######## uart_rx_16x ########
uart_rx_16x/m1.png
Supply wires on this layer in gray.
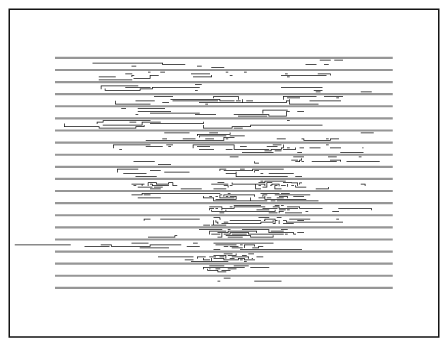

File: config.mk
export PLATFORM = sky130hd
export DESIGN_NAME = uart_rx_16x
export DESIGN_NICKNAME = d
export VERILOG_FILES = /design/src/rtl/uart_pkg.sv /design/src/rtl/uart_sync.sv /design/src/rtl/uart_rx_16x.sv
export SDC_FILE = /design/constraint.sdc
export NUM_CORES = 1
export LEC_CHECK = 0
export ABC_AREA = 0
export CAP_MARGIN = 10
export CORE_ASPECT_RATIO = 0.7
export CORE_MARGIN = 10
export CORE_UTILIZATION = 35
export DETAILED_ROUTE_END_ITERATION = 8
export GPL_TIMING_DRIVEN = 0
export HOLD_SLACK_MARGIN = 0.03
export SYNTH_ARGS = -nofsm -noshare
export SYNTH_HDL_FRONTEND = slang
export SYNTH_SLANG_ARGS = --single-unit
File: constraint.sdc
create_clock -name clk -period 4.7 [get_ports clk]
set_clock_uncertainty 0.15 [all_clocks]
set_input_delay 1.175 -clock clk [delete_from_list [all_inputs] [get_ports clk]]
set_output_delay 1.175 -clock clk [all_outputs]
set_load 0.03 [all_outputs]
File: src/rtl/uart_pkg.sv
// Shared definitions for the UART receive path: FSM encoding and counter sizing.
package uart_pkg;

    localparam int unsigned OVERSAMPLE_DEF = 16;

    typedef enum logic [2:0] {
        ST_IDLE  = 3'd0,
        ST_START = 3'd1,
        ST_DATA  = 3'd2,
        ST_STOP  = 3'd3,
        ST_BREAK = 3'd4
    } state_t;

    // Bits needed to count 0..n-1 (at least one bit).
    function automatic int unsigned cnt_width(input int unsigned n);
        return (n <= 2) ? 1 : $clog2(n);
    endfunction

endpackage

File: src/rtl/uart_sync.sv
// Multi-stage synchroniser for an asynchronous input pin; resets to the idle-high level.
module uart_sync #(
    parameter int unsigned SYNC_STAGES = 2
) (
    input  logic clk,
    input  logic rst_n,
    input  logic d,
    output logic q
);

    logic [SYNC_STAGES-1:0] stages;

    // Shift the raw pin through the flop chain; the last stage is the safe copy.
    always_ff @(posedge clk or negedge rst_n) begin
        if (!rst_n) begin
            stages <= '1;
        end else begin
            stages <= {stages[SYNC_STAGES-2:0], d};
        end
    end

    assign q = stages[SYNC_STAGES-1];

endmodule

File: src/rtl/uart_rx_16x.sv
// UART receiver driven by a 16x oversampling strobe, with a valid/ready holding register.
module uart_rx_16x
    import uart_pkg::*;
#(
    parameter int unsigned DATA_BITS   = 8,
    parameter int unsigned OVERSAMPLE  = OVERSAMPLE_DEF,
    parameter int unsigned SYNC_STAGES = 2
) (
    input  logic                 clk,
    input  logic                 rst_n,
    input  logic                 tick_16x,
    input  logic                 rx,
    output logic [DATA_BITS-1:0] rx_data,
    output logic                 rx_valid,
    input  logic                 rx_ready,
    output logic                 frame_err,
    output logic                 overrun,
    output logic                 busy
);

    localparam int unsigned TW = cnt_width(OVERSAMPLE);
    localparam int unsigned BW = cnt_width(DATA_BITS);
    localparam logic [TW-1:0] HALF_LAST = TW'(OVERSAMPLE / 2 - 1);
    localparam logic [TW-1:0] FULL_LAST = TW'(OVERSAMPLE - 1);
    localparam logic [BW-1:0] BIT_LAST  = BW'(DATA_BITS - 1);

    state_t               state, state_nxt;
    logic [TW-1:0]        tick_cnt, tick_cnt_nxt;
    logic [BW-1:0]        bit_cnt, bit_cnt_nxt;
    logic [DATA_BITS-1:0] shift_reg, shift_nxt;
    logic [DATA_BITS-1:0] rx_data_nxt;
    logic                 rx_valid_nxt, frame_err_nxt, overrun_nxt, busy_nxt;
    logic                 rx_s;
    logic                 half_end, bit_end;

    uart_sync #(
        .SYNC_STAGES (SYNC_STAGES)
    ) u_sync (
        .clk   (clk),
        .rst_n (rst_n),
        .d     (rx),
        .q     (rx_s)
    );

    // Tick that lands on the start-bit centre, and tick that ends a full bit period.
    assign half_end = tick_16x && (tick_cnt == HALF_LAST);
    assign bit_end  = tick_16x && (tick_cnt == FULL_LAST);

    // State register.
    always_ff @(posedge clk or negedge rst_n) begin
        if (!rst_n) begin
            state <= ST_IDLE;
        end else begin
            state <= state_nxt;
        end
    end

    // Next-state decisions, all taken on tick cycles from the synchronised line.
    always_comb begin
        state_nxt = state;
        unique case (state)
            ST_IDLE:  if (tick_16x && !rx_s) state_nxt = ST_START;
            ST_START: if (half_end) state_nxt = rx_s ? ST_IDLE : ST_DATA;
            ST_DATA:  if (bit_end && (bit_cnt == BIT_LAST)) state_nxt = ST_STOP;
            ST_STOP:  if (bit_end) state_nxt = rx_s ? ST_IDLE : ST_BREAK;
            ST_BREAK: if (tick_16x && rx_s) state_nxt = ST_IDLE;
            default:  state_nxt = ST_IDLE;
        endcase
    end

    // Counter, shifter and holding-register updates; flags are single-cycle pulses.
    always_comb begin
        tick_cnt_nxt  = tick_cnt;
        bit_cnt_nxt   = bit_cnt;
        shift_nxt     = shift_reg;
        rx_data_nxt   = rx_data;
        rx_valid_nxt  = rx_valid && !rx_ready;
        frame_err_nxt = 1'b0;
        overrun_nxt   = 1'b0;
        busy_nxt      = (state_nxt != ST_IDLE);
        unique case (state)
            ST_IDLE: begin
                if (tick_16x && !rx_s) begin
                    tick_cnt_nxt = '0;
                    bit_cnt_nxt  = '0;
                end
            end
            ST_START: begin
                if (half_end) begin
                    tick_cnt_nxt = '0;
                    bit_cnt_nxt  = '0;
                end else if (tick_16x) begin
                    tick_cnt_nxt = tick_cnt + TW'(1);
                end
            end
            ST_DATA: begin
                if (bit_end) begin
                    shift_nxt    = {rx_s, shift_reg[DATA_BITS-1:1]};
                    tick_cnt_nxt = '0;
                    bit_cnt_nxt  = bit_cnt + BW'(1);
                end else if (tick_16x) begin
                    tick_cnt_nxt = tick_cnt + TW'(1);
                end
            end
            ST_STOP: begin
                if (bit_end) begin
                    tick_cnt_nxt = '0;
                    if (!rx_s) begin
                        frame_err_nxt = 1'b1;
                    end else if (!rx_valid || rx_ready) begin
                        rx_data_nxt  = shift_reg;
                        rx_valid_nxt = 1'b1;
                    end else begin
                        overrun_nxt = 1'b1;
                    end
                end else if (tick_16x) begin
                    tick_cnt_nxt = tick_cnt + TW'(1);
                end
            end
            ST_BREAK: begin
                tick_cnt_nxt = tick_cnt;
            end
            default: begin
                tick_cnt_nxt = '0;
                bit_cnt_nxt  = '0;
            end
        endcase
    end

    // Datapath and output registers.
    always_ff @(posedge clk or negedge rst_n) begin
        if (!rst_n) begin
            tick_cnt  <= '0;
            bit_cnt   <= '0;
            shift_reg <= '0;
            rx_data   <= '0;
            rx_valid  <= 1'b0;
            frame_err <= 1'b0;
            overrun   <= 1'b0;
            busy      <= 1'b0;
        end else begin
            tick_cnt  <= tick_cnt_nxt;
            bit_cnt   <= bit_cnt_nxt;
            shift_reg <= shift_nxt;
            rx_data   <= rx_data_nxt;
            rx_valid  <= rx_valid_nxt;
            frame_err <= frame_err_nxt;
            overrun   <= overrun_nxt;
            busy      <= busy_nxt;
        end
    end

endmodule

######## mext_issue_ctrl ########
**src/rtl/mext_issue_ctrl.sv**
```systemverilog
// mext_issue_ctrl
// Execute-stage initiator for the RV32M iterative multiplier and divider.
// It accepts an M-extension instruction, latches the operands, fires a
// one-cycle start pulse at the selected unit and stalls the pipeline until
// that unit reports ready. It then presents the 32-bit architectural result
// to the ALU result mux for one cycle.
//
// Optional feature macro: MEXT_DIV_SHORTCUT_EN
//   When defined, RISC-V divide special cases (divide by zero and signed
//   overflow) are answered locally without starting the divider.
//   When undefined, every divide op goes through the divider.
//
// Ports
//   clk, rst            clock, synchronous active-high reset
//   startE              M-extension instruction valid in Execute
//   funct3E             operation select (MUL..REMU)
//   SrcAE, SrcBE        rs1 / rs2 operands after forwarding
//   operand1, operand2  latched operands to both units
//   mul_start           one-cycle start pulse to the multiplier
//   mul_opcode          funct3[1:0] for the multiplier
//   mul_ready           multiplier done, result_multiply valid
//   result_multiply     64-bit product
//   div_start           one-cycle start pulse to the divider
//   div_opcode          funct3[1:0] for the divider
//   div_ready           divider done, result_divide valid
//   result_divide       quotient or remainder
//   mul_use             stall request to PC, IF/ID and ID/EX
//   flagM               result_m valid this cycle
//   result_m            architectural result
module mext_issue_ctrl (
  input  logic        clk,
  input  logic        rst,
  input  logic        startE,
  input  logic [2:0]  funct3E,
  input  logic [31:0] SrcAE,
  input  logic [31:0] SrcBE,
  output logic [31:0] operand1,
  output logic [31:0] operand2,
  output logic        mul_start,
  output logic [1:0]  mul_opcode,
  input  logic        mul_ready,
  input  logic [63:0] result_multiply,
  output logic        div_start,
  output logic [1:0]  div_opcode,
  input  logic        div_ready,
  input  logic [31:0] result_divide,
  output logic        mul_use,
  output logic        flagM,
  output logic [31:0] result_m
);

  typedef enum logic [1:0] {IDLE, ISSUE, BUSY, DONE} state_e;

  state_e      state_q, state_d;
  logic [31:0] op1_q, op1_d;
  logic [31:0] op2_q, op2_d;
  logic [2:0]  f3_q, f3_d;
  logic [31:0] res_q, res_d;

  logic        sc_hit;
  logic [31:0] sc_val;

`ifdef MEXT_DIV_SHORTCUT_EN
  // Returns {hit, value}. Only divide ops (f3[2]=1) qualify.
  // Divide by zero: quotient all ones, remainder is the dividend.
  // Signed overflow (DIV/REM, most negative / -1): quotient is the
  // dividend, remainder zero.
  function automatic logic [32:0] div_special(input logic [2:0]         f3,
                                              input logic signed [31:0] a,
                                              input logic signed [31:0] b);
    logic [32:0] r;
    r = '0;
    if (f3[2]) begin
      if (b == 32'sd0) begin
        r = {1'b1, (f3[1] ? a : 32'hFFFF_FFFF)};
      end else if (!f3[0] && (a == 32'sh8000_0000) && (b == -32'sd1)) begin
        r = {1'b1, (f3[1] ? 32'h0000_0000 : 32'h8000_0000)};
      end
    end
    return r;
  endfunction

  assign {sc_hit, sc_val} = div_special(funct3E, SrcAE, SrcBE);
`else
  assign sc_hit = 1'b0;
  assign sc_val = '0;
`endif

  always_comb begin
    state_d   = state_q;
    op1_d     = op1_q;
    op2_d     = op2_q;
    f3_d      = f3_q;
    res_d     = res_q;
    mul_start = 1'b0;
    div_start = 1'b0;
    mul_use   = 1'b0;
    flagM     = 1'b0;
    result_m  = '0;
    case (state_q)
      IDLE: begin
        if (startE) begin
          op1_d = SrcAE;
          op2_d = SrcBE;
          f3_d  = funct3E;
          if (sc_hit) begin
            // Result is known now; no stall so the pipeline consumes it next cycle.
            res_d   = sc_val;
            state_d = DONE;
          end else begin
            mul_use = 1'b1;
            state_d = ISSUE;
          end
        end
      end
      ISSUE: begin
        mul_use   = 1'b1;
        mul_start = ~f3_q[2];
        div_start = f3_q[2];
        state_d   = BUSY;
      end
      BUSY: begin
        mul_use = 1'b1;
        // Only the selected unit's ready is honoured.
        if (f3_q[2] ? div_ready : mul_ready) begin
          if (f3_q[2]) begin
            res_d = result_divide;
          end else if (f3_q[1:0] == 2'b00) begin
            res_d = result_multiply[31:0];
          end else begin
            res_d = result_multiply[63:32];
          end
          state_d = DONE;
        end
      end
      DONE: begin
        // startE is still high for this same instruction; it is not re-accepted.
        flagM    = 1'b1;
        result_m = res_q;
        state_d  = IDLE;
      end
      default: state_d = IDLE;
    endcase
  end

  assign operand1   = op1_q;
  assign operand2   = op2_q;
  assign mul_opcode = f3_q[1:0];
  assign div_opcode = f3_q[1:0];

  always_ff @(posedge clk) begin
    if (rst) begin
      state_q <= IDLE;
      op1_q   <= '0;
      op2_q   <= '0;
      f3_q    <= '0;
      res_q   <= '0;
    end else begin
      state_q <= state_d;
      op1_q   <= op1_d;
      op2_q   <= op2_d;
      f3_q    <= f3_d;
      res_q   <= res_d;
    end
  end

endmodule

```
**config.mk**
```make
export PLATFORM = sky130hd
export DESIGN_NAME = mext_issue_ctrl
export DESIGN_NICKNAME = d
export VERILOG_FILES = /design/src/rtl/mext_issue_ctrl.sv
export SDC_FILE = /design/constraint.sdc
export NUM_CORES = 1
export LEC_CHECK = 0
export CORE_ASPECT_RATIO = 1.75
export CORE_MARGIN = 4
export CORE_UTILIZATION = 38
export CTS_CLUSTER_DIAMETER = 30
export DETAILED_ROUTE_END_ITERATION = 12
export PLACE_DENSITY = 0.8
export SLEW_MARGIN = 20
export SYNTH_ARGS = -nofsm -noshare
export SYNTH_HDL_FRONTEND = slang
export SYNTH_SLANG_ARGS = --single-unit
```
**constraint.sdc**
```tcl
create_clock -name clk -period 2.4 [get_ports clk]
set_input_delay 0.72 -clock clk [delete_from_list [all_inputs] [get_ports clk]]
set_output_delay 0.72 -clock clk [all_outputs]
set_load 0.1 [all_outputs]
```
######## inst_fetch ########
File: config.mk
export PLATFORM = sky130hd
export DESIGN_NAME = inst_fetch
export DESIGN_NICKNAME = d
export VERILOG_FILES = /design/src/rtl/inst_fetch.sv
export SDC_FILE = /design/constraint.sdc
export NUM_CORES = 1
export LEC_CHECK = 0
export CORE_UTILIZATION = 49
export DETAILED_ROUTE_END_ITERATION = 16
export GPL_TIMING_DRIVEN = 0
export PLACE_DENSITY = 0.8
export SYNTH_ARGS = -nofsm -noshare
export SYNTH_HDL_FRONTEND = slang
export SYNTH_SLANG_ARGS = --single-unit
File: constraint.sdc
create_clock -name clk -period 2.99 [get_ports clk]
set_input_delay 0.598 -clock clk [delete_from_list [all_inputs] [get_ports clk]]
set_output_delay 0.598 -clock clk [all_outputs]
set_load 0.005 [all_outputs]
File: src/rtl/inst_fetch.sv
// Instruction fetch front end: issues word-aligned reads, holds one fetched
// instruction for decode, and absorbs redirects that race in-flight reads.
package CorePack;
  typedef logic [31:0] inst_t;
endpackage

module inst_fetch #(
  parameter int unsigned        ADDR_W   = 64,
  parameter logic [ADDR_W-1:0]  RESET_PC = '0
) (
  input  logic                  clk,
  input  logic                  rst,
  output logic                  imem_req,
  output logic [ADDR_W-1:0]     imem_addr,
  input  logic                  imem_ack,
  input  logic [31:0]           imem_rdata,
  output logic                  inst_valid,
  output CorePack::inst_t       inst,
  output logic [ADDR_W-1:0]     inst_pc,
  input  logic                  inst_ready,
  input  logic                  redirect_valid,
  input  logic [ADDR_W-1:0]     redirect_pc
);

  // state | meaning
  // IDLE  | post-reset bubble, no request
  // REQ   | read outstanding at pc_q
  // VALID | instruction held for decode
  typedef enum logic [1:0] {IDLE, REQ, VALID} state_e;

  localparam logic [ADDR_W-1:0] ALIGN_MASK = ~ADDR_W'(3);
  localparam CorePack::inst_t   NOP        = 32'h0000_0013;

  state_e                state_q, state_d;
  logic [ADDR_W-1:0]     pc_q, pc_d;
  logic [ADDR_W-1:0]     pending_pc_q, pending_pc_d;
  logic                  kill_q, kill_d;
  CorePack::inst_t       inst_q, inst_d;
  logic [ADDR_W-1:0]     inst_pc_q, inst_pc_d;
  logic [ADDR_W-1:0]     redir_aligned;

  assign redir_aligned = redirect_pc & ALIGN_MASK;

  always_ff @(posedge clk) begin
    if (rst) begin
      state_q      <= IDLE;
      pc_q         <= RESET_PC & ALIGN_MASK;
      pending_pc_q <= '0;
      kill_q       <= 1'b0;
      inst_q       <= NOP;
      inst_pc_q    <= '0;
    end else begin
      state_q      <= state_d;
      pc_q         <= pc_d;
      pending_pc_q <= pending_pc_d;
      kill_q       <= kill_d;
      inst_q       <= inst_d;
      inst_pc_q    <= inst_pc_d;
    end
  end

  always_comb begin
    state_d      = state_q;
    pc_d         = pc_q;
    pending_pc_d = pending_pc_q;
    kill_d       = kill_q;
    inst_d       = inst_q;
    inst_pc_d    = inst_pc_q;
    case (state_q)
      IDLE: begin
        state_d = REQ;
        if (redirect_valid) pc_d = redir_aligned;
      end
      REQ: begin
        if (imem_ack) begin
          if (redirect_valid) begin
            // a same-cycle redirect is newer than any recorded one
            pc_d   = redir_aligned;
            kill_d = 1'b0;
          end else if (kill_q) begin
            pc_d   = pending_pc_q;
            kill_d = 1'b0;
          end else begin
            inst_d    = imem_rdata;
            inst_pc_d = pc_q;
            state_d   = VALID;
          end
        end else if (redirect_valid) begin
          // address must stay put until the outstanding read completes
          pending_pc_d = redir_aligned;
          kill_d       = 1'b1;
        end
      end
      VALID: begin
        if (redirect_valid) begin
          pc_d    = redir_aligned;
          state_d = REQ;
        end else if (inst_ready) begin
          pc_d    = inst_pc_q + ADDR_W'(4);
          state_d = REQ;
        end
      end
      default: state_d = IDLE;
    endcase
  end

  always_comb begin
    imem_req   = 1'b0;
    inst_valid = 1'b0;
    case (state_q)
      REQ:     imem_req   = 1'b1;
      VALID:   inst_valid = 1'b1;
      default: ;
    endcase
    imem_addr = pc_q;
    inst      = inst_q;
    inst_pc   = inst_pc_q;
  end

endmodule

######## grf ########
===== config.mk =====
export PLATFORM = sky130hd
export DESIGN_NAME = grf
export DESIGN_NICKNAME = d
export VERILOG_FILES = /design/src/rtl/grf_pkg.sv /design/src/rtl/grf_read_port.sv /design/src/rtl/grf.sv
export SDC_FILE = /design/constraint.sdc
export NUM_CORES = 2
export LEC_CHECK = 0
export CAP_MARGIN = 30
export CORE_UTILIZATION = 30
export DETAILED_ROUTE_END_ITERATION = 10
export GPL_ROUTABILITY_DRIVEN = 0
export HOLD_SLACK_MARGIN = 0.1
export PLACE_DENSITY_LB_ADDON = 0.05
export SYNTH_ARGS = -nofsm -noshare
export SYNTH_HDL_FRONTEND = slang
export SYNTH_SLANG_ARGS = --single-unit

===== constraint.sdc =====
create_clock -name clk -period 36.4 [get_ports clk]
set_input_delay 7.28 -clock clk [delete_from_list [all_inputs] [get_ports clk]]
set_output_delay 7.28 -clock clk [all_outputs]
set_load 0.005 [all_outputs]

===== src/rtl/grf_pkg.sv =====
// grf_pkg: shared widths, zero-register index and register data type for the register file
package grf_pkg;
  localparam int DEF_DATA_W = 32;
  localparam int DEF_ADDR_W = 5;
  localparam int ZERO_REG = 0;
  localparam int NUM_REGS = 32;
  typedef logic [DEF_DATA_W-1:0] reg_t;
endpackage


===== src/rtl/grf_read_port.sv =====
// grf_read_port: zero-register masking and, with GRF_BYPASS_EN, same-cycle write bypass
module grf_read_port
  import grf_pkg::*;
#(
  parameter int DATA_W = DEF_DATA_W,
  parameter int ADDR_W = DEF_ADDR_W
) (
  input  logic [ADDR_W-1:0] addr,
  input  logic [DATA_W-1:0] stored,
`ifdef GRF_BYPASS_EN
  input  logic              commit,
  input  logic [ADDR_W-1:0] wa,
  input  logic [DATA_W-1:0] wd,
`endif
  output logic [DATA_W-1:0] rd
);
  logic is_zero;
  assign is_zero = addr == ADDR_W'(ZERO_REG);
`ifdef GRF_BYPASS_EN
  assign rd = is_zero ? '0 : (commit && addr == wa) ? wd : stored;
`else
  assign rd = is_zero ? '0 : stored;
`endif
endmodule


===== src/rtl/grf.sv =====
// grf: 2^ADDR_W x DATA_W register file, r0 hard-wired to zero, commit counter; GRF_BYPASS_EN adds read bypass
module grf
  import grf_pkg::*;
#(
  parameter int DATA_W = DEF_DATA_W,
  parameter int ADDR_W = DEF_ADDR_W,
  parameter int CNT_W  = 32
) (
  input  logic              clk,
  input  logic              reset,
  input  logic              WE,
  input  logic [ADDR_W-1:0] A1,
  input  logic [ADDR_W-1:0] A2,
  input  logic [ADDR_W-1:0] A3,
  input  logic [DATA_W-1:0] WD,
  output logic [DATA_W-1:0] RD1,
  output logic [DATA_W-1:0] RD2,
  output logic [CNT_W-1:0]  WriteCnt
);
  logic [DATA_W-1:0] regs [2**ADDR_W];
  logic commit;
  assign commit = WE && A3 != ADDR_W'(ZERO_REG);
  always_ff @(posedge clk or posedge reset) begin
    if (reset) begin
      for (int i = 0; i < 2**ADDR_W; i++) regs[i] <= '0;
      WriteCnt <= '0;
    end else if (commit) begin
      regs[A3] <= WD;
      WriteCnt <= WriteCnt + CNT_W'(1);
    end
  end
  grf_read_port #(.DATA_W(DATA_W), .ADDR_W(ADDR_W)) u_rp1 (
    .addr(A1),
    .stored(regs[A1]),
`ifdef GRF_BYPASS_EN
    .commit(commit),
    .wa(A3),
    .wd(WD),
`endif
    .rd(RD1)
  );
  grf_read_port #(.DATA_W(DATA_W), .ADDR_W(ADDR_W)) u_rp2 (
    .addr(A2),
    .stored(regs[A2]),
`ifdef GRF_BYPASS_EN
    .commit(commit),
    .wa(A3),
    .wd(WD),
`endif
    .rd(RD2)
  );
endmodule

uart_rx_16x/m3.png
Bar = 20 um.
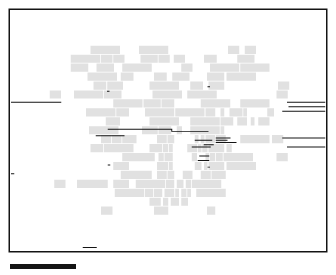
17 nets have wire on it. The wires run mostly horizontal. The layer carries 152 um of wire. The longest straight run is 19.3 um. The layer holds 5.9% of the routed length.

uart_rx_16x/clock_nets.png
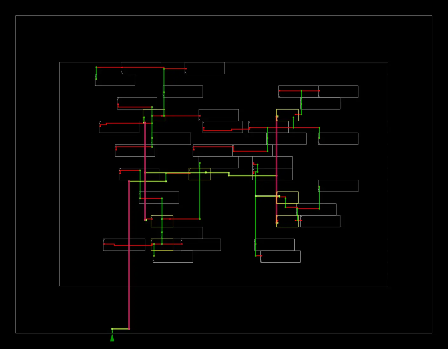
P_clk: 224 uW
CTS Sinks: 32

About uart_rx_16x/m1.png:
The longest straight run is 19.6 um. The layer carries 1,220 um of wire. The layer holds 47% of the routed length. The wires run mostly horizontal. 122 nets have wire on it.
final wirelength: 2.59 mm
via count: 933
met1 usage in global routing: 10.4%

==> out/results.tsv, uart_rx_16x <==
stage	metric	value	unit
finish	Sequential Area	803	um2
global_route	vias in the first global route	873	
sta	Tightest Pin Transition	826	ps
setup_path	Arrival @ worst endpoint	1320	ps
setup_path	FF-to-FF setup slack	2630	ps
pwr	Internal Power	505	uW
synthesis	top comb family, area	multiplexers	
setup_path	CP max stage cell	clkdlybuf4s50_1	
job	Max-Cap Viols	0	
synthesis	Top-area cell share	52.8	%
global_route	total track usage	7.99	%
synthesis	most frequent cells after synthesis	30 x dfrtp_1, 9 x mux2_2, 8 x mux2_4	
synthesis	Syn Nets	114	
placed_design	placed cells	174	
synthesis	Synth area leaders	dfrtp_1 53%, mux2_4 8.5%, mux2_2 7.1%, dfstp_2 3.7%, ha_1 2.6%	
global_route	grt met2 use	10.9	%
pwr	sequential fraction of design power	46.7	%
placed_design	Setup Slack @ Placement	1960	ps
synthesis	yosys xor share	0	%
cts	CTS tree	yes	
setup_path	critical path required time	3380	ps
setup_path	Critical Path End Type	primary output	
synthesis	Synth Seq Share	56.5	%
outcome	outcome	finished, final reports clean	
min_path	WHS Path Cells	0	
sta	Worst slew margin	44.7	%
synthesis	synthesis area per yosys	1420	um2
setup_path	Worst Path Max Fanout	2	
synthesis	post-synthesis cell count	106	
finish	flop share of the area	45.6	%
setup_path	Crit Reg-Reg Startpoint	tick_cnt[0]	
finish	inverters	2	
sta	fmax	379	MHz
global_route	first-pass GRT wire length	4.31	mm
setup_path	critical path type	reg2out	
finish	logic share of the area	33.1	%
global_route	gr ovfl total	0	
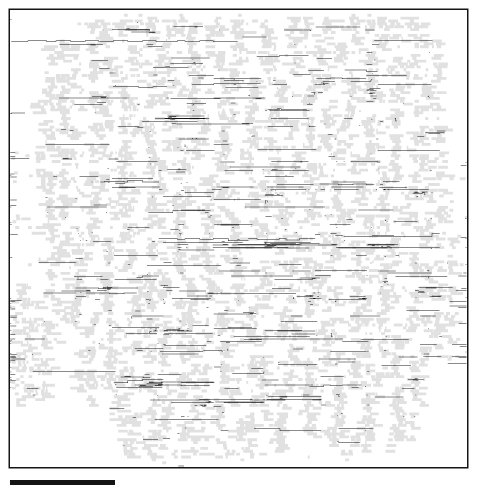
grf/m3.png
Bar = 100 um.
The layer carries 9,350 um of wire. The wires run mostly horizontal. The layer holds 4.2% of the routed length. The longest straight run is 98.9 um.

==> out/results.tsv, grf <==
stage	metric	value	unit
route	via count	36300	
placed_design	placed cells	6078	
finish	diode count	3	
floorplan	# Taps	2464	
floorplan	cell row count	157	
finish	Reg with most FFs	regs	
route	Iter 0 DRT Violations	2656	
setup_path	most frequent CP cell	buf_4	
finish	Sequential Area	26400	um2
pwr	P_clk	1390	uW
cts	htree depth	4	
setup_path	CP max stage delay	830	ps
global_route	grt met2 use	39.3	%
finish	logic share of the area	42.6	%
route	Vias/cell	5.72	
placed_design	Placed Area	60000	um2
setup_path	crit path launch	A2[2]	
global_route	largest net degree at the start of global routing	169	
synthesis	post-synthesis cell count	3780	
global_route	vias in the first global route	39300	
placed_design	I/O Buffers	145	
sta	final hold vios	0	
setup_path	CP max stage cell	a311oi_1	
finish	dominant class by area	combinational gates	
route	wire per inst	34.8	um
setup_path	r2r endpoint	WriteCnt[28]	
outcome	outcome	finished, final reports clean	
synthesis	Post-synth EDFFs	0	
finish	Logic area	27800	um2
min_path	Min-Delay Path Class	reg2reg	
route	met2 WL	108	mm
cts	Late-Pin Clk Latency	780	ps
finish	inverters	7	
floorplan	die area	188000	um2
pwr	leakage	0.0275	uW
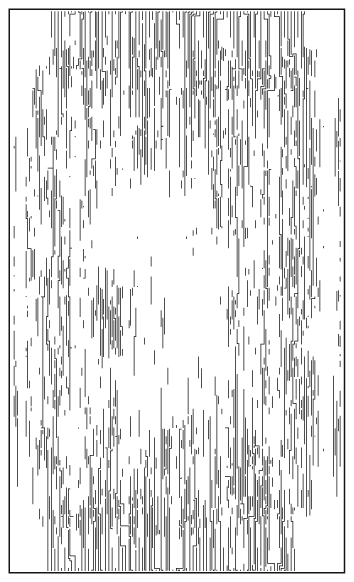
mext_issue_ctrl/m2.png
The layer carries 8,370 um of wire. The wires run mostly vertical. 813 nets have wire on it. The layer holds 52% of the routed length. The longest straight run is 50.0 um.
final wirelength: 16.1 mm
via count: 4,931
grt met2 use: 39.4%

==> out/results.tsv, mext_issue_ctrl <==
stage	metric	value	unit
synthesis	cell area after synthesis	4570	um2
pwr	sequential fraction of design power	28.7	%
synthesis	yosys xor share	0	%
sta	clock period minus worst slack	2330	ps
synthesis	synthesis area per yosys	4570	um2
finish	Final Util	67.4	%
cts	CTS-repair resized insts	0	
synthesis	ys flop type	dfxtp_1	
global_route	GRT met3 Usage	5.31	%
route	wire per inst	16.9	um
cts	CTS Sinks	101	
synthesis	post-synthesis cell count	581	
synthesis	Synth flops	101	
placed_design	Placed Area	7560	um2
finish	highest-count logic cell in the final layout	clkdlybuf4s50_1	
sta	clock skew	8.65	ps
pwr	PwrDens	944	nW/um2
finish	dominant class by area	non-clock buffers	
synthesis	leading area contributor after synthesis	dfxtp_1	
floorplan	Initial Utilization	39.2	%
finish	share of cells above drive strength 1	20.7	%
cts	CTS Buf Count	9	
outcome	outcome	finished, final reports clean	
pwr	Max VDD drop	1.04	mV
synthesis	most frequent cells after synthesis	136 x nand2_1, 101 x dfxtp_1, 100 x a21oi_1	
finish	flop count	101	
route	DRT Pass-1 Iters	4	
setup_path	Arrival @ worst endpoint	1610	ps
setup_path	crit start category	register	
cts	Post-CTS Setup Inserts	0	
floorplan	# Taps	135	
synthesis	Post-synth ARST share	0	%
setup_path	crit path launch	state_q[1]	
pwr	Internal Power	3810	uW
setup_path	CP max stage cell	ha_4	
route	Vias/cell	5.19	
synthesis	Post-synth EDFFs	0	
sta	RSZ-0062 raised after global routing	false	
route	wire length on met3	1.03	mm
synthesis	Synth cell types	26	
global_route	first-pass GRT wire length	24.7	mm
setup_path	Critical Path End Type	primary output	
inst_fetch/m3.png
Bar = 50 um.
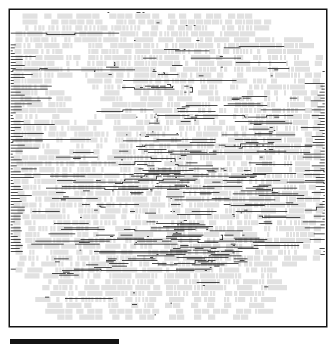
309 nets have wire on it. The wires run mostly horizontal. The layer holds 11% of the routed length. The longest straight run is 56.4 um.
via count: 11.3k
GRT met3 Usage: 6.52%
final wirelength: 36.8 mm

==> out/results.tsv, inst_fetch <==
stage	metric	value	unit
sta	Setup-failing EPs final	0	
synthesis	Post-synth ARST share	0	%
pwr	sequential fraction of design power	41.8	%
pwr	Max VDD drop	0.473	mV
synthesis	Syn Nets	1411	
global_route	vias in the first global route	10300	
finish	Buffers excl. clock	360	
setup_path	CP max stage cell	nor4_1	
synthesis	Post-synth EDFFs	0	
synthesis	Synth top cell by count	nand2_1	
floorplan	Top Ports	263	
synthesis	ys flop type	dfxtp_1	
cts	maximum clock insertion buffer count	3	
placed_design	Final Wtd Congestion	0.955	
finish	Final Util	68.9	%
global_route	GR peak layer	met2	
setup_path	r2r endpoint	imem_addr[29]	
floorplan	# Taps	270	
outcome	outcome	finished, final reports clean	
sta	Tightest Pin Transition	1100	ps
pwr	PwrDens	606	nW/um2
global_route	grt met2 use	52.4	%
finish	flop share of the area	32.3	%
placed_design	DP Wirelength	26.3	mm
floorplan	die width	146	um
setup_path	Arrival @ worst endpoint	3310	ps
pwr	Main power group	registers	
synthesis	Synth area leaders	dfxtp_1 45%, nand2_1 13%, a21oi_1 8.8%, clkbuf_1 3.3%, xnor2_1 3.3%	
placed_design	Placed Area	13000	um2

######## demux_sel_sequencer ########
`src/rtl/demux_seq_pkg.sv`:
```
// Shared types and constants for the demux select sequencer and its helpers.
package demux_seq_pkg;

  localparam int NUM_CH = 4;
  localparam int SEL_W  = 2;

  typedef enum logic [1:0] {
    IDLE  = 2'd0,
    DRIVE = 2'd1,
    GAP   = 2'd2
  } state_e;

endpackage : demux_seq_pkg

```
`src/rtl/demux_sel_sequencer_sat_counter.sv`:
```
// Saturating up-counter: increments on inc and sticks at all-ones.
module sat_counter #(
  parameter int W = 8
) (
  input  logic         clk,
  input  logic         rst_n,
  input  logic         inc,
  output logic [W-1:0] q
);

  logic [W-1:0] q_q;
  logic [W-1:0] q_d;

  always_comb begin
    q_d = q_q;
    if (inc && (q_q != {W{1'b1}})) begin
      q_d = q_q + W'(1);
    end
  end

  always_ff @(posedge clk or negedge rst_n) begin
    if (!rst_n) begin
      q_q <= '0;
    end else begin
      q_q <= q_d;
    end
  end

  assign q = q_q;

endmodule : sat_counter

```
`src/rtl/demux_sel_sequencer.sv`:
```
// Drives registered select/data pairs into a 1-to-4 demux and counts delivered 1-bits per channel.
// Optional post-item idle cycle enabled by defining DEMUX_SEQ_GAP_EN.
module demux_sel_sequencer
  import demux_seq_pkg::*;
#(
  parameter int HOLD_CYCLES = 1,
  parameter int CNT_W       = 8
) (
  input  logic                    clk,
  input  logic                    rst_n,
  input  logic                    in_valid,
  output logic                    in_ready,
  input  logic                    in_data,
  input  logic [SEL_W-1:0]        in_dest,
  input  logic                    mode,
  output logic [SEL_W-1:0]        s,
  output logic                    I,
  output logic                    busy,
  output logic [NUM_CH*CNT_W-1:0] cnt_flat
);

  localparam int                HOLD_W    = $clog2(HOLD_CYCLES + 1);
  localparam logic [HOLD_W-1:0] HOLD_LAST = HOLD_W'(HOLD_CYCLES);

  state_e             state_q, state_d;
  logic [HOLD_W-1:0]  hold_q,  hold_d;
  logic [SEL_W-1:0]   rr_q,    rr_d;
  logic [SEL_W-1:0]   sel_q,   sel_d;
  logic               data_q,  data_d;

  logic               accept;
  logic [SEL_W-1:0]   acc_dest;
  logic [NUM_CH-1:0]  inc;

  assign accept   = in_valid && in_ready;
  assign acc_dest = mode ? rr_q : in_dest;

  // NOTE: sequential state uses non-blocking assignments so every flop samples pre-edge values.
  always_ff @(posedge clk or negedge rst_n) begin
    if (!rst_n) begin
      state_q <= IDLE;
      hold_q  <= '0;
      rr_q    <= '0;
      sel_q   <= '0;
      data_q  <= 1'b0;
    end else begin
      state_q <= state_d;
      hold_q  <= hold_d;
      rr_q    <= rr_d;
      sel_q   <= sel_d;
      data_q  <= data_d;
    end
  end

  // NOTE: every signal gets a default before the case so no path leaves it unassigned (no latches).
  always_comb begin
    state_d = state_q;
    hold_d  = hold_q;
    rr_d    = rr_q;
    sel_d   = sel_q;
    data_d  = 1'b0;
    case (state_q)
      IDLE: begin
        if (accept) begin
          state_d = DRIVE;
          hold_d  = HOLD_W'(1);
          sel_d   = acc_dest;
          data_d  = in_data;
          if (mode) begin
            rr_d = rr_q + SEL_W'(1);
          end
        end
      end
      DRIVE: begin
        if (hold_q == HOLD_LAST) begin
`ifdef DEMUX_SEQ_GAP_EN
          state_d = GAP;
`else
          state_d = IDLE;
`endif
        end else begin
          hold_d = hold_q + HOLD_W'(1);
          data_d = data_q;
        end
      end
`ifdef DEMUX_SEQ_GAP_EN
      // Select stays on dest with data low so the demux output settles before s moves.
      GAP: begin
        state_d = IDLE;
      end
`endif
      default: begin
        state_d = IDLE;
      end
    endcase
  end

  // Handshake status depends on the state register only, never on in_valid.
  always_comb begin
    in_ready = (state_q == IDLE);
    busy     = (state_q != IDLE);
  end

  assign s = sel_q;
  assign I = data_q;

  for (genvar k = 0; k < NUM_CH; k++) begin : g_ch
    assign inc[k] = accept && in_data && (acc_dest == SEL_W'(k));

    sat_counter #(
      .W (CNT_W)
    ) u_cnt (
      .clk   (clk),
      .rst_n (rst_n),
      .inc   (inc[k]),
      .q     (cnt_flat[k*CNT_W +: CNT_W])
    );
  end

endmodule : demux_sel_sequencer

```
`config.mk`:
```
export PLATFORM = sky130hd
export DESIGN_NAME = demux_sel_sequencer
export DESIGN_NICKNAME = d
export VERILOG_FILES = /design/src/rtl/demux_seq_pkg.sv /design/src/rtl/demux_sel_sequencer_sat_counter.sv /design/src/rtl/demux_sel_sequencer.sv
export SDC_FILE = /design/constraint.sdc
export NUM_CORES = 1
export LEC_CHECK = 0
export CORE_MARGIN = 2
export CORE_UTILIZATION = 55
export CTS_BUF_LIST = sky130_fd_sc_hd__clkbuf_8
export DETAILED_ROUTE_END_ITERATION = 6
export HOLD_SLACK_MARGIN = 0.1
export PLACE_DENSITY = 0.87
export SLEW_MARGIN = 10
export SYNTH_ARGS = -nofsm -noshare
export SYNTH_HDL_FRONTEND = slang
export SYNTH_SLANG_ARGS = --single-unit
```
`constraint.sdc`:
```
create_clock -name clk -period 3.6 [get_ports clk]
set_input_delay 0.9 -clock clk [delete_from_list [all_inputs] [get_ports clk]]
set_output_delay 0.9 -clock clk [all_outputs]
set_load 0.02 [all_outputs]
```
######## z80_int_ctrl ########
===== config.mk =====
export PLATFORM = sky130hd
export DESIGN_NAME = z80_int_ctrl
export DESIGN_NICKNAME = d
export VERILOG_FILES = /design/src/rtl/z80_int_ctrl.sv
export SDC_FILE = /design/constraint.sdc
export NUM_CORES = 1
export LEC_CHECK = 0
export CELL_PAD_IN_SITES_DETAIL_PLACEMENT = 1
export CELL_PAD_IN_SITES_GLOBAL_PLACEMENT = 2
export CORE_MARGIN = 2
export CORE_UTILIZATION = 39
export DETAILED_ROUTE_END_ITERATION = 10
export PLACE_DENSITY = 0.84
export SETUP_SLACK_MARGIN = 0.3
export SLEW_MARGIN = 20
export SYNTH_ARGS = -nofsm -noshare
export SYNTH_HDL_FRONTEND = slang
export SYNTH_SLANG_ARGS = --single-unit

===== constraint.sdc =====
create_clock -name CLK_24MHz -period 4.14 [get_ports CLK_24MHz]
set_input_delay 0.828 -clock CLK_24MHz [delete_from_list [all_inputs] [get_ports CLK_24MHz]]
set_output_delay 0.828 -clock CLK_24MHz [all_outputs]
set_load 0.05 [all_outputs]

===== src/rtl/z80_int_ctrl.sv =====
// z80_int_ctrl: maskable interrupt controller for the Z80 board CPLD.
// Collects UART (level), periodic timer and two external edge sources, drives
// the active-low INT line and supplies the IM2 vector during the acknowledge cycle.
// Ports:
//   CLK_24MHz, RES         clock, async active-low reset
//   A_L, D_IN              CPU address [7:0] and write data (sampled unsynchronized)
//   D_OUT, D_OE            read data / vector and its bus-drive enable (combinational)
//   IORQ, M1, RD, WR       Z80 strobes, active-low
//   U_INT, EXT_INT[1:0]    interrupt sources
//   INT                    Z80 INT, active-low, registered
module z80_int_ctrl #(
  parameter int unsigned TIMER_DIV = 480000,
  parameter logic [7:0]  PORT_MASK = 8'h21,
  parameter logic [7:0]  PORT_PEND = 8'h22,
  parameter logic [7:0]  PORT_VEC  = 8'h23,
  parameter logic [7:0]  PORT_CTRL = 8'h24
) (
  input  logic       CLK_24MHz,
  input  logic       RES,
  input  logic [7:0] A_L,
  input  logic [7:0] D_IN,
  output logic [7:0] D_OUT,
  output logic       D_OE,
  input  logic       IORQ,
  input  logic       M1,
  input  logic       RD,
  input  logic       WR,
  input  logic       U_INT,
  input  logic [1:0] EXT_INT,
  output logic       INT
);

  localparam int unsigned CNT_W = 20;
  localparam int unsigned SRC_N = 4;

  typedef enum logic {S_IDLE, S_ACK} ack_state_t;

  // strobe order in the synchronizer vectors: {IORQ, M1, RD, WR}
  logic [3:0]       strb_s1, strb_s2;
  logic             u_s1, u_s2;
  logic [1:0]       ext_s1, ext_s2, ext_s3;
  logic             iorq_s, m1_s, rd_s, wr_s;

  logic [7:0]       mask_q;
  logic [3:0]       vec_q;
  logic [1:0]       ctrl_q;
  logic [2:0]       pend_q;       // pending[3:1]; pending[0] is the live UART level
  logic [CNT_W-1:0] cnt_q;
  logic             wr_act_q;
  logic [2:0]       hp_idx_q;
  logic             int_n_q;
  ack_state_t       state_q, state_d;

  logic             wr_act, wr_stb;
  logic             wr_mask, wr_pend, wr_vec, wr_ctrl;
  logic             cnt_end, tmr_wrap;
  logic [1:0]       ext_rise;
  logic [SRC_N-1:0] pending, active;
  logic [2:0]       hp_idx_d;
  logic [2:0]       ack_clr, w1c_clr, pend_set;

  // Two-flop synchronizers; the extra external stage feeds edge detection.
  always_ff @(posedge CLK_24MHz or negedge RES) begin
    if (!RES) begin
      strb_s1 <= 4'hF;
      strb_s2 <= 4'hF;
      u_s1    <= 1'b0;
      u_s2    <= 1'b0;
      ext_s1  <= 2'b00;
      ext_s2  <= 2'b00;
      ext_s3  <= 2'b00;
    end else begin
      strb_s1 <= {IORQ, M1, RD, WR};
      strb_s2 <= strb_s1;
      u_s1    <= U_INT;
      u_s2    <= u_s1;
      ext_s1  <= EXT_INT;
      ext_s2  <= ext_s1;
      ext_s3  <= ext_s2;
    end
  end

  assign {iorq_s, m1_s, rd_s, wr_s} = strb_s2;

  // One write per I/O cycle; RD and WR both low is malformed and ignored.
  assign wr_act  = ~iorq_s & ~wr_s & rd_s;
  assign wr_stb  = wr_act & ~wr_act_q;
  assign wr_mask = wr_stb && (A_L == PORT_MASK);
  assign wr_pend = wr_stb && (A_L == PORT_PEND);
  assign wr_vec  = wr_stb && (A_L == PORT_VEC);
  assign wr_ctrl = wr_stb && (A_L == PORT_CTRL);

  // A wrap coinciding with the timer being switched off is dropped.
  assign cnt_end  = (cnt_q == CNT_W'(TIMER_DIV - 1));
  assign tmr_wrap = ctrl_q[1] & cnt_end & ~(wr_ctrl & ~D_IN[1]);
  assign ext_rise = ext_s2 & ~ext_s3;

  assign pending = {pend_q, u_s2};
  assign active  = pending & mask_q[3:0];

  // Lowest-numbered active source wins; 4 marks a spurious acknowledge.
  always_comb begin
    hp_idx_d = 3'd4;
    if      (active[0]) hp_idx_d = 3'd0;
    else if (active[1]) hp_idx_d = 3'd1;
    else if (active[2]) hp_idx_d = 3'd2;
    else if (active[3]) hp_idx_d = 3'd3;
  end

  // Ack FSM next state and the pending clear on the way out of ACK.
  always_comb begin
    state_d = state_q;
    ack_clr = 3'b000;
    case (state_q)
      S_IDLE: if (!m1_s && !iorq_s) state_d = S_ACK;
      S_ACK: begin
        if (m1_s || iorq_s) begin
          state_d = S_IDLE;
          case (hp_idx_q)
            3'd1:    ack_clr = 3'b001;
            3'd2:    ack_clr = 3'b010;
            3'd3:    ack_clr = 3'b100;
            default: ack_clr = 3'b000;
          endcase
        end
      end
      default: state_d = S_IDLE;
    endcase
  end

  assign w1c_clr  = wr_pend ? D_IN[3:1] : 3'b000;
  assign pend_set = {ext_rise, tmr_wrap};

  // Registers, timer, pending latch (set beats clear), priority and INT.
  always_ff @(posedge CLK_24MHz or negedge RES) begin
    if (!RES) begin
      state_q  <= S_IDLE;
      mask_q   <= 8'h00;
      vec_q    <= 4'h0;
      ctrl_q   <= 2'b00;
      pend_q   <= 3'b000;
      cnt_q    <= '0;
      wr_act_q <= 1'b0;
      hp_idx_q <= 3'd4;
      int_n_q  <= 1'b1;
    end else begin
      state_q  <= state_d;
      wr_act_q <= wr_act;
      if (wr_mask) mask_q <= D_IN;
      if (wr_vec)  vec_q  <= D_IN[7:4];
      if (wr_ctrl) ctrl_q <= D_IN[1:0];
      if (!ctrl_q[1] || cnt_end) cnt_q <= '0;
      else                       cnt_q <= cnt_q + CNT_W'(1);
      pend_q   <= (pend_q & ~(w1c_clr | ack_clr)) | pend_set;
      if (m1_s) hp_idx_q <= hp_idx_d;
      int_n_q  <= ~(ctrl_q[0] & |active);
    end
  end

  assign INT = int_n_q;

  // Bus drive from the raw strobes so it follows the CPU without sync delay.
  always_comb begin
    D_OE  = 1'b0;
    D_OUT = 8'h00;
    if (RES) begin
      if (!M1 && !IORQ) begin
        D_OE  = 1'b1;
        D_OUT = {vec_q, hp_idx_q, 1'b0};
      end else if (!IORQ && !RD) begin
        case (A_L)
          PORT_MASK: begin D_OE = 1'b1; D_OUT = mask_q;              end
          PORT_PEND: begin D_OE = 1'b1; D_OUT = {4'b0000, pending};  end
          PORT_VEC:  begin D_OE = 1'b1; D_OUT = {vec_q, 4'b0000};    end
          PORT_CTRL: begin D_OE = 1'b1; D_OUT = {6'b000000, ctrl_q}; end
          default:   begin D_OE = 1'b0; D_OUT = 8'h00;               end
        endcase
      end
    end
  end

endmodule


z80_int_ctrl/m1.png
Supply wires on this layer in gray.
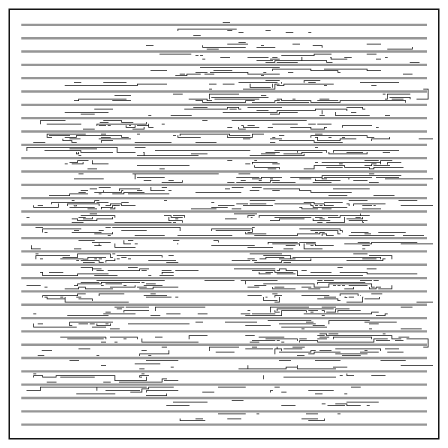
The layer carries 2,910 um of wire. The layer holds 44% of the routed length. The longest straight run is 21.6 um. The wires run mostly horizontal. 295 nets have wire on it.

z80_int_ctrl/m2.png
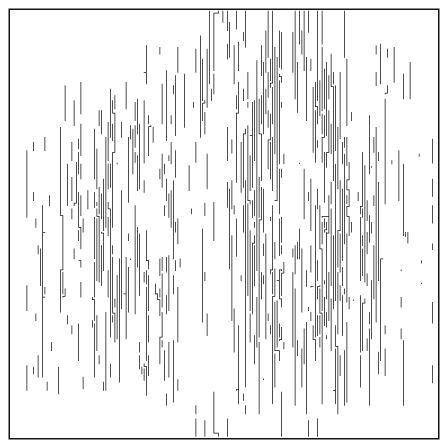
The layer holds 51% of the routed length. The longest straight run is 42.8 um. The wires run mostly vertical.
via count: 2,076
final wirelength: 6.61 mm
grt met2 use: 32.9%

==> out/results.tsv, z80_int_ctrl <==
stage	metric	value	unit
route	Iter 0 DRT Violations	77	
synthesis	most frequent cells after synthesis	49 x dfrtp_1, 22 x nor2_1, 14 x mux2_2, 14 x nand2_1, 11 x nand3_1	
job	Max-Cap Viols	0	
finish	Top cells excl fill/tap	49 x dfrtp_1, 21 x nor2_1, 20 x clkdlybuf4s50_1	
cts	Hold-fix buffers, CTS	0	
global_route	met1 usage in global routing	24.0	%
outcome	outcome	finished, final reports clean	
setup_path	buffers and inverters on the worst path	3	
global_route	vias in the first global route	2248	
synthesis	mux share	6.19	%
setup_path	critical path type	in2out	
cts	Clock Tree Root	clkbuf_8	
pwr	Main power group	registers	
synthesis	cell area after synthesis	2710	um2
pwr	Logic pwr share	6.6	%
setup_path	Critical Path End	D_OUT[6]	
demux_sel_sequencer/m2.png
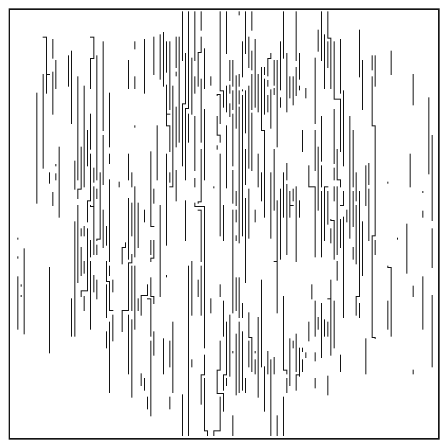
The layer holds 52% of the routed length. The longest straight run is 24.6 um. 215 nets have wire on it. The layer carries 2,060 um of wire.

==> out/results.tsv, demux_sel_sequencer <==
stage	metric	value	unit
outcome	outcome	finished, final reports clean	
finish	flop share of the area	39.8	%
finish	Top cells excl fill/tap	42 x clkdlybuf4s50_1, 39 x dfrtp_1, 14 x nand2_1	
synthesis	ys flop type	dfrtp_1	
sta	Worst slew margin	44.3	%
finish	clock buffer count	6	
setup_path	stages on the worst setup path	5	
finish	diode count	0	
min_path	Min-Delay Path Class	reg2reg	
setup_path	r2r endpoint	g_ch[1].u_cnt.q[7]	
pwr	Logic pwr share	36.0	%
finish	Post-Layout Cell Count	266	
placed_design	DP Wirelength	3.03	mm
setup_path	R2R depth	4	
synthesis	yosys xor share	7.04	%
cts	htree depth	2	
pwr	Internal Power	947	uW
synthesis	Yosys Instances	168	
floorplan	die width	62.3	um
global_route	first-pass GRT wire length	6.93	mm
setup_path	crit start category	input pin	
global_route	largest net degree at the start of global routing	40	
global_route	grt met2 use	39.1	%
placed_design	placed cells	259	
setup_path	Arrival @ worst endpoint	3100	ps
setup_path	buffers and inverters on the worst path	1	
finish	inverters	3	
cts	Post-CTS Setup Inserts	0	
synthesis	AO/OA Area Share	6.97	%
route	Iter 0 DRT Violations	81	
global_route	met1 usage in global routing	27.8	%
finish	Sequential Area	976	um2
sta	clock skew	7.70	ps
finish	Layout clock area frac	3.57	%
floorplan	cell row count	21	

==> gallery <==
Clock routing.
panel A
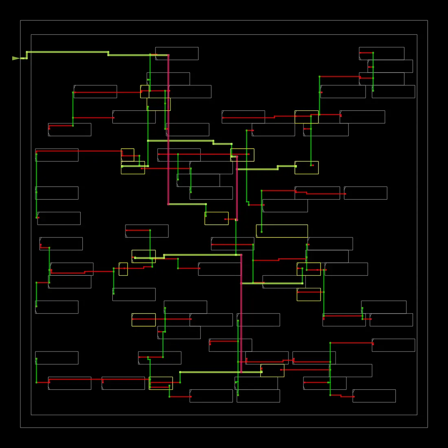
panel B
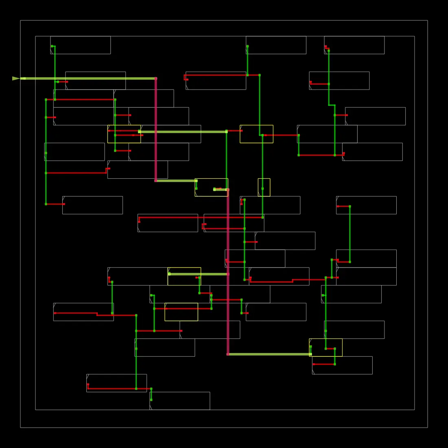
panel A: z80_int_ctrl
panel B: demux_sel_sequencer
The one with the most clock buffers is panel A.



==> screenshots <==
The metal 1 layer.
Supply wires on this layer in gray.
image #1
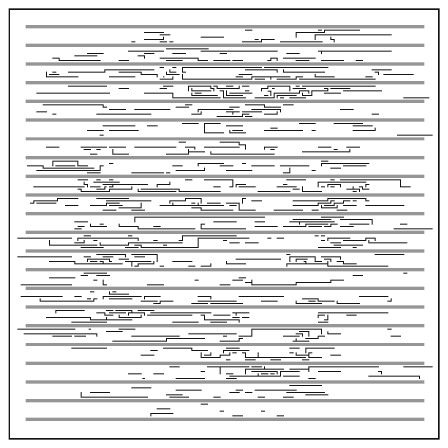
image #2
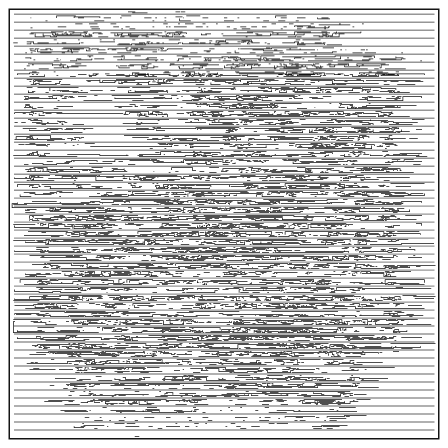
image #3
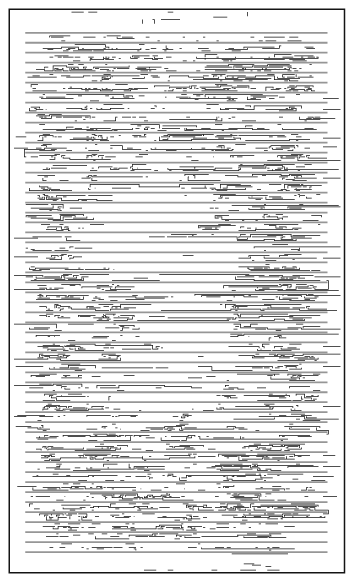
image #4
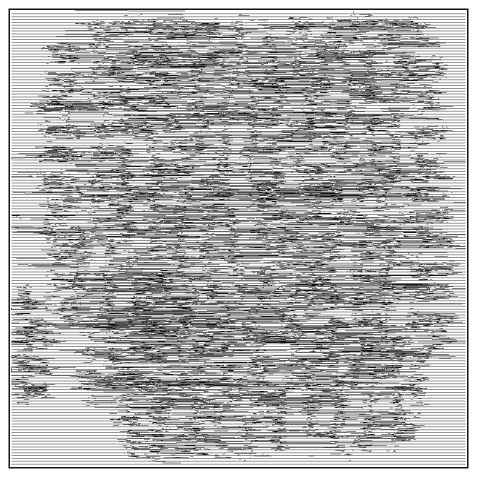
grf: image #4
inst_fetch: image #2
demux_sel_sequencer: image #1
mext_issue_ctrl: image #3

Key to image #1:
206 nets have wire on it. The wires run mostly horizontal. The layer holds 41% of the routed length. The longest straight run is 18.9 um.

Power figures rest on the tool's default switching activity, not on a simulated workload.
